# ---- block 1 ----
### Placed cells, one colour a class, block 1

Fill, decap, tap and diode cells in grey.
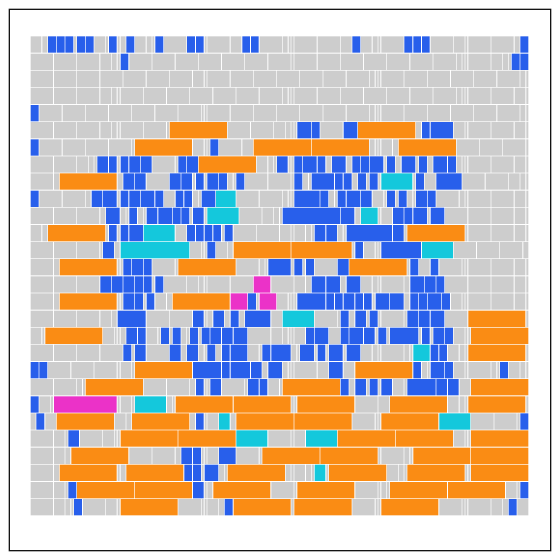

===== config.mk =====
export PLATFORM = sky130hd
export DESIGN_NAME = occ_rx_link_sync
export DESIGN_NICKNAME = d
export VERILOG_FILES = /design/src/rtl/occ_rx_link_sync.sv
export SDC_FILE = /design/constraint.sdc
export NUM_CORES = 1
export LEC_CHECK = 0
export ABC_AREA = 1
export CAP_MARGIN = 20
export CORE_MARGIN = 3
export CORE_UTILIZATION = 45
export CTS_CLUSTER_DIAMETER = 50
export DETAILED_ROUTE_END_ITERATION = 7
export DONT_BUFFER_PORTS = 1
export PLACE_DENSITY = 0.67
export SETUP_SLACK_MARGIN = 0.2
export SLEW_MARGIN = 20
export SYNTH_ARGS = -nofsm -noshare
export SYNTH_HDL_FRONTEND = slang
export SYNTH_SLANG_ARGS = --single-unit

===== constraint.sdc =====
create_clock -name clk_i -period 2.4 [get_ports clk_i]
set_input_delay 0.48 -clock clk_i [delete_from_list [all_inputs] [get_ports clk_i]]
set_output_delay 0.48 -clock clk_i [all_outputs]
set_load 0.005 [all_outputs]

===== src/rtl/occ_rx_link_sync.sv =====
// occ_rx_link_sync: GTPE2 RX comma detect, link sync FSM, payload qualification and error stats.
// Define OCC_RX_LINK_SYNC_STATS_EN to build the code-error/realign statistics counters.
module occ_rx_link_sync #(
    parameter int unsigned g_SYNC_COMMAS   = 4,
    parameter int unsigned g_ERR_THRESH    = 8,
    parameter int unsigned g_GOOD_WORDS    = 64,
    parameter int unsigned g_COMMA_TIMEOUT = 256
) (
    input  logic        clk_i,
    input  logic        rst_n_i,
    input  logic [15:0] rxdata_i,
    input  logic [1:0]  rxcharisk_i,
    input  logic [1:0]  rxdisperr_i,
    input  logic [1:0]  rxnotintable_i,
    input  logic        rxbyterealign_i,
    output logic        rxencommaalign_o,
    output logic        link_up_o,
    output logic [15:0] data_o,
    output logic        data_valid_o,
    output logic        comma_o,
    output logic        code_err_o,
    input  logic        clr_cnt_i,
    output logic [15:0] code_err_cnt_o,
    output logic [15:0] realign_cnt_o
);
    localparam int SW = $clog2(g_SYNC_COMMAS + 1);
    localparam int BW = $clog2(g_ERR_THRESH + 1);
    localparam int GW = $clog2(g_GOOD_WORDS + 1);
    localparam int TW = $clog2(g_COMMA_TIMEOUT + 1);
    localparam logic [SW-1:0] SYNC_N = SW'(g_SYNC_COMMAS);
    localparam logic [BW-1:0] ERR_N  = BW'(g_ERR_THRESH);
    localparam logic [GW-1:0] GOOD_N = GW'(g_GOOD_WORDS);
    localparam logic [TW-1:0] TMO_N  = TW'(g_COMMA_TIMEOUT);

    typedef enum logic {HUNT, SYNC} state_t;
    state_t state, state_nx;
    logic [SW-1:0] sync_cnt, sync_nx;
    logic [BW-1:0] bucket, bucket_nx;
    logic [GW-1:0] good, good_nx, good_inc;
    logic [TW-1:0] tmo, tmo_nx;
    logic [15:0] d_q;
    logic comma_in, err_in, comma_q, err_q, realign_q;

    // A K flag is legal only on the comma's upper byte; anything else is a code error.
    assign comma_in = (rxcharisk_i == 2'b10) && (rxdata_i[15:8] == 8'hBC);
    assign err_in   = (|rxdisperr_i) | (|rxnotintable_i) | ((|rxcharisk_i) & ~comma_in);
    assign good_inc = good + 1'b1;

    always_ff @(posedge clk_i or negedge rst_n_i) begin
        if (!rst_n_i) begin
            d_q       <= '0;
            comma_q   <= 1'b0;
            err_q     <= 1'b0;
            realign_q <= 1'b0;
        end else begin
            d_q       <= rxdata_i;
            comma_q   <= comma_in;
            err_q     <= err_in;
            realign_q <= rxbyterealign_i;
        end
    end

    always_comb begin
        state_nx  = state;
        sync_nx   = sync_cnt;
        bucket_nx = bucket;
        good_nx   = good;
        tmo_nx    = tmo;
        if (state == HUNT) begin
            sync_nx = err_q ? '0 : comma_q ? sync_cnt + 1'b1 : sync_cnt;
            if (sync_nx == SYNC_N) begin
                state_nx  = SYNC;
                sync_nx   = '0;
                bucket_nx = '0;
                good_nx   = '0;
                tmo_nx    = '0;
            end
        end else begin
            tmo_nx = comma_q ? '0 : tmo + 1'b1;
            if (err_q) begin
                bucket_nx = bucket + 1'b1;
                good_nx   = '0;
            end else if (good_inc == GOOD_N) begin
                bucket_nx = (bucket == '0) ? '0 : bucket - 1'b1;
                good_nx   = '0;
            end else begin
                good_nx = good_inc;
            end
            if (realign_q || bucket_nx == ERR_N || tmo_nx == TMO_N) begin
                state_nx = HUNT;
                sync_nx  = '0;
            end
        end
    end

    always_ff @(posedge clk_i or negedge rst_n_i) begin
        if (!rst_n_i) begin
            state        <= HUNT;
            sync_cnt     <= '0;
            bucket       <= '0;
            good         <= '0;
            tmo          <= '0;
            data_o       <= '0;
            data_valid_o <= 1'b0;
            comma_o      <= 1'b0;
            code_err_o   <= 1'b0;
        end else begin
            state        <= state_nx;
            sync_cnt     <= sync_nx;
            bucket       <= bucket_nx;
            good         <= good_nx;
            tmo          <= tmo_nx;
            data_o       <= d_q;
            data_valid_o <= (state_nx == SYNC) && !comma_q && !err_q;
            comma_o      <= comma_q;
            code_err_o   <= err_q;
        end
    end

    assign link_up_o        = (state == SYNC);
    assign rxencommaalign_o = (state == HUNT);

`ifdef OCC_RX_LINK_SYNC_STATS_EN
    logic [15:0] err_cnt, re_cnt;
    always_ff @(posedge clk_i or negedge rst_n_i) begin
        if (!rst_n_i) begin
            err_cnt <= '0;
            re_cnt  <= '0;
        end else begin
            err_cnt <= clr_cnt_i ? '0 : (err_q && ~&err_cnt) ? err_cnt + 1'b1 : err_cnt;
            re_cnt  <= clr_cnt_i ? '0 : (realign_q && ~&re_cnt) ? re_cnt + 1'b1 : re_cnt;
        end
    end
    assign code_err_cnt_o = err_cnt;
    assign realign_cnt_o  = re_cnt;
`else
    logic unused_clr;
    assign unused_clr     = clr_cnt_i;
    assign code_err_cnt_o = '0;
    assign realign_cnt_o  = '0;
`endif
endmodule


# ---- block 2 ----
<file path="config.mk">
export PLATFORM = sky130hd
export DESIGN_NAME = register_writeback_queue
export DESIGN_NICKNAME = d
export VERILOG_FILES = /design/src/rtl/register_writeback_queue.sv
export SDC_FILE = /design/constraint.sdc
export NUM_CORES = 1
export LEC_CHECK = 0
export ABC_AREA = 1
export ABC_CLOCK_PERIOD_IN_PS = 12500
export CORE_MARGIN = 8
export CORE_UTILIZATION = 60
export CTS_CLUSTER_SIZE = 30
export DETAILED_ROUTE_END_ITERATION = 10
export PLACE_DENSITY = 0.86
export SLEW_MARGIN = 20
export SYNTH_ARGS = -nofsm -noshare
export SYNTH_HDL_FRONTEND = slang
export SYNTH_SLANG_ARGS = --single-unit
</file>
<file path="constraint.sdc">
create_clock -name clk -period 12.5 [get_ports clk]
set_clock_uncertainty 0.2 [all_clocks]
set_input_delay 2.5 -clock clk [delete_from_list [all_inputs] [get_ports clk]]
set_output_delay 2.5 -clock clk [all_outputs]
set_load 0.02 [all_outputs]
</file>
<file path="src/rtl/register_writeback_queue.sv">
// register_writeback_queue: merges pipeline writeback and a FIFO-buffered aux source onto one register file write port.
module register_writeback_queue #(
  parameter int DEPTH = 4,
  parameter logic [31:0] RESET = 32'h0
) (
  input  logic        clk,
  input  logic        rst,
  input  logic        pipeValid,
  input  logic [4:0]  pipeAddr,
  input  logic [31:0] pipeData,
  input  logic        auxValid,
  output logic        auxReady,
  input  logic [4:0]  auxAddr,
  input  logic [31:0] auxData,
  output logic [4:0]  wrAddr,
  output logic [31:0] wrData,
  output logic        wrEnable,
  input  logic [4:0]  q1Addr,
  input  logic [4:0]  q2Addr,
  output logic        q1Busy,
  output logic        q2Busy,
  output logic        orderErr
);
  localparam int AW = $clog2(DEPTH);
  logic [4:0]  fifoAddr [DEPTH];
  logic [31:0] fifoData [DEPTH];
  logic [AW:0] rdPtr, wrPtr, count;
  logic [DEPTH-1:0] entryValid;
  logic full, empty, xfer, pipeReq, bypass, push, outAux, pipeHit, q1Hit, q2Hit;
  assign count = wrPtr - rdPtr;
  assign empty = wrPtr == rdPtr;
  assign full = (wrPtr[AW] != rdPtr[AW]) && (wrPtr[AW-1:0] == rdPtr[AW-1:0]);
  assign auxReady = !full && !rst;
  assign xfer = auxValid && auxReady;
  assign pipeReq = pipeValid && pipeAddr != 5'd0;
  assign bypass = !pipeReq && empty && xfer && auxAddr != 5'd0;
  assign push = xfer && auxAddr != 5'd0 && !bypass;
  always_comb begin
    logic [AW-1:0] off;
    entryValid = '0;
    pipeHit = 1'b0;
    q1Hit = 1'b0;
    q2Hit = 1'b0;
    for (int i = 0; i < DEPTH; i++) begin
      off = AW'(i) - rdPtr[AW-1:0];
      entryValid[i] = {1'b0, off} < count;
      pipeHit = pipeHit || (entryValid[i] && fifoAddr[i] == pipeAddr);
      q1Hit = q1Hit || (entryValid[i] && fifoAddr[i] == q1Addr);
      q2Hit = q2Hit || (entryValid[i] && fifoAddr[i] == q2Addr);
    end
  end
  // only aux writes sitting on the output stage count as busy; pipe writes are forwarded
  assign q1Busy = q1Addr != 5'd0 && (q1Hit || (wrEnable && outAux && wrAddr == q1Addr));
  assign q2Busy = q2Addr != 5'd0 && (q2Hit || (wrEnable && outAux && wrAddr == q2Addr));
  always_ff @(posedge clk)
    if (push) begin
      fifoAddr[wrPtr[AW-1:0]] <= auxAddr;
      fifoData[wrPtr[AW-1:0]] <= auxData;
    end
  always_ff @(posedge clk or posedge rst)
    if (rst) begin
      rdPtr <= '0;
      wrPtr <= '0;
      wrEnable <= 1'b0;
      wrAddr <= 5'd0;
      wrData <= RESET;
      outAux <= 1'b0;
      orderErr <= 1'b0;
    end else begin
      wrEnable <= pipeReq || !empty || bypass;
      outAux <= !pipeReq && (!empty || bypass);
      wrAddr <= pipeReq ? pipeAddr : !empty ? fifoAddr[rdPtr[AW-1:0]] : bypass ? auxAddr : wrAddr;
      wrData <= pipeReq ? pipeData : !empty ? fifoData[rdPtr[AW-1:0]] : bypass ? auxData : wrData;
      rdPtr <= (!pipeReq && !empty) ? rdPtr + 1'b1 : rdPtr;
      wrPtr <= push ? wrPtr + 1'b1 : wrPtr;
      orderErr <= orderErr || (pipeReq && pipeHit);
    end
endmodule

</file>
### Clock distribution, block 1

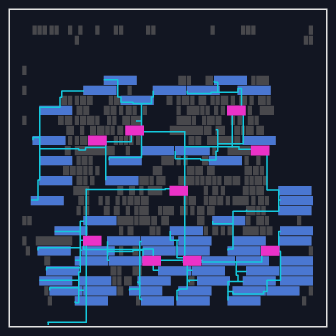
[flip-flops] blue | count: 62
[clock-net drivers] magenta | count: 9
[clock wires] cyan | length: 682 microns
routed clock nets	10

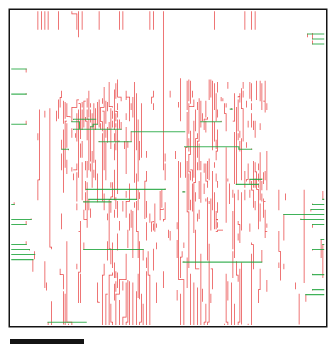
*Wiring by layer, block 1*
The bar under the picture is 20 microns long. Two of the layers only.
layer	colour	wire length
M3	green	268 microns
M2	red	2540 microns

## Picture notes: 'Placed cells, one colour a class' of block 1
class	colour	cells	share of their area
remaining logic cells	blue	234	40%
remaining buffers and delay cells	magenta	4	1.7%
registers	orange	62	52%
clock drivers and dummy loads	cyan	15	6.3%

==> Changelog: implementation, block 1 <==
### Changed

- Vias in the first global route: 1870
- Mean area per synthesized cell: ~9.5 sq um
- Root buf cell: clkbuf_8
- Unrepaired setup endpoints after global routing: no
- Clock Power: 0.857 mW
- First-pass DRT Iterations: 4
- Worst path most repeated cell: nand2_2
- Ys flops: 62
- Post-synthesis async set-or-reset flop share: 100%
- P_comb: 0.0404 mW
- Multi-input gates: about 200
- GR Util met2: ~25%
- Final Skew: 8.77 ps
- Setup violators final: 0
- Die Y: about 86 microns
- Met1 WL: 2120 microns
- Worst r2r src: good[1]
- Worst setup path startpoint: good[1]
- Fraction of area in registers: 50.6%
- Vias: 1904
- Bufs w/o clock: 4
- Critical path type: reg -> reg
- Period minus WS final: approximately 2000 ps
- Slew Limit Fails: 0
- Met3 Routed Length: about 270 microns
- Psw: 0.430 mW
- Slowest stage delay, CP: 460 ps
- Tool Warnings: 29
- Status: complete, no violations
- Ys flop type: dfrtp_1
- Synth top cells by count: 62 x dfrtp_1, 40 x nand2_1, 32 x buf_4, 28 x inv_1, 22 x nor2_1
- Final clock-cell share: 6.11%
- CP endpoint kind: flop
==> block 1: sequential cells by signal, indices dropped and copies added (netlist names) <==
signal	count
data_o	16
data_valid_o	1
code_err_o	1
comma_q	1
realign_q	1
sync_cnt	3
d_q	16
tmo	9
good	7
err_q	1
comma_o	1
link_up_o	1
bucket	4
==> block 1: what timing repair did <==
action                                  CTS  global route
endpoints found under the setup margin    0             5
hold buffers                              1             0
endpoints found under the hold margin    62             0
gates resized                             0             3
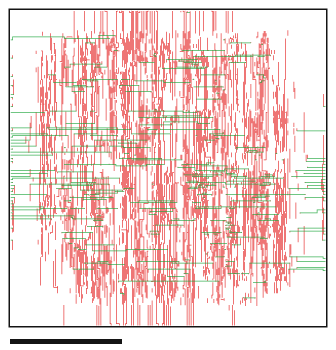
*Wiring by layer, block 2*
The bar under the picture is 50 microns long. Two of the layers only.
layer	colour	wire length
M2	red	12900 microns
M3	green	2490 microns

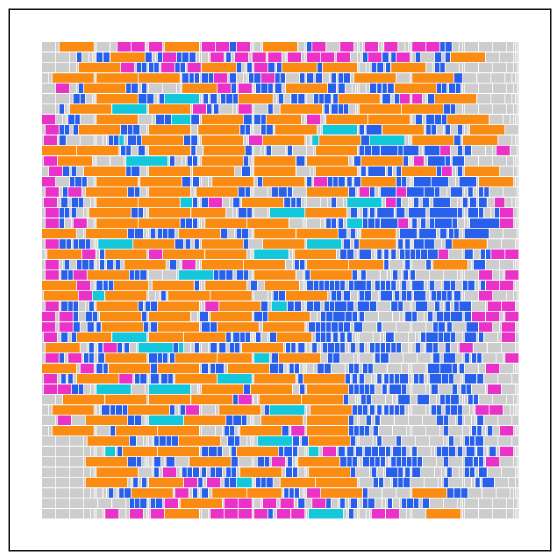
*Placed cells, one colour a class, block 2*
Fill, decap, tap and diode cells in grey.
class	colour	cells	share of their area
remaining buffers and delay cells	magenta	140	12%
registers	orange	194	50%
remaining logic cells	blue	770	32%
clock drivers and dummy loads	cyan	32	5.5%

==> Changelog: implementation, block 2 <==
### Changed

- Combinational Power Share: 43.1%
- Distinct cell type count after synthesis: 29
- Die width: 142 microns
- Inverter count: 55
- Leading power group: combinational cells
- Layout fillers: 1087
- Hold path depth: 2
- Max-area cell share: 47.0%
- DRC viols: 0
- Worst-Margin Slew: about 840 ps
- Arr. time, crit path: 4470 ps
- Type of the worst min-delay path: reg -> reg
- CTS sink cnt: between 150 and 200
- Clk pwr share: 21.7%
- Setup tns final: 0 ps
- Number of flip-flops in the largest register: 128
- Slew Limit Fails: 0
- Status: complete, no violations
- Fraction of area in registers: 48.8%
- Gr usage total: 26.5%
- Fin cells: 1352
- Synth top cells by count: 310 x nand2_1, 148 x edfxtp_1, 110 x nor2_1, 94 x nand3_1, 79 x o21ai_0
- # rows: 46
- Final-report hold violation count: 0
- Layout Cell Area excl Fill: 0.0115 sq mm
- First DRT Iteration DRCs: 951
- Setup violators final: 0
- CTS tree: built
- CTS H-tree lvls: 4
- Post-layout util: 73.2%
- Ys flops: ~190
- Post-synthesis async set-or-reset flop share: 23.7%
- Post-Syn Instances: 1019
- Most frequent cell after synthesis: nand2_1
## block 2: logic make-up (layout without fill, tap and decap cells)
kind of cell,after synthesis,in the layout,share of synthesized area [%]
flops,194,194,59.1
compound gates,133,133,7.68
fa+ha+maj,14,14,1.93
buf+inv,110,227,5.26
simple gates,541,541,23.5
xor+xnor,27,27,2.50
## block 2: critical path, delay by kind of cell
family	cells	cell delay, ps
simple gates	7	570
buf+inv	3	1400
## block 2: layer usage
metal	global-route usage [%]	up-vias	part of all wire, %
li1	-	3637	-
met1	33.0	3735	39
met2	44.0	473	49
met3	6.01	66	9.5
met4	11.0	0	2.8
met5	0	-	0


==> layout pictures side by side <==
Clock nets.
picture 1
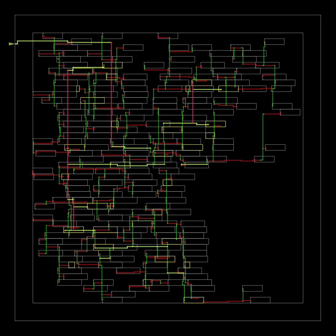
picture 2
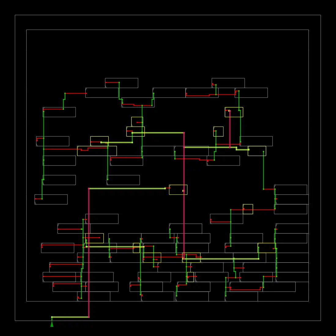
picture 2 -> block 1
picture 1 -> block 2
Of these, most sequential cells: picture 1
Of these, most clock buffers: picture 1

No activity file was given, so power comes from the tool's default toggle rates.
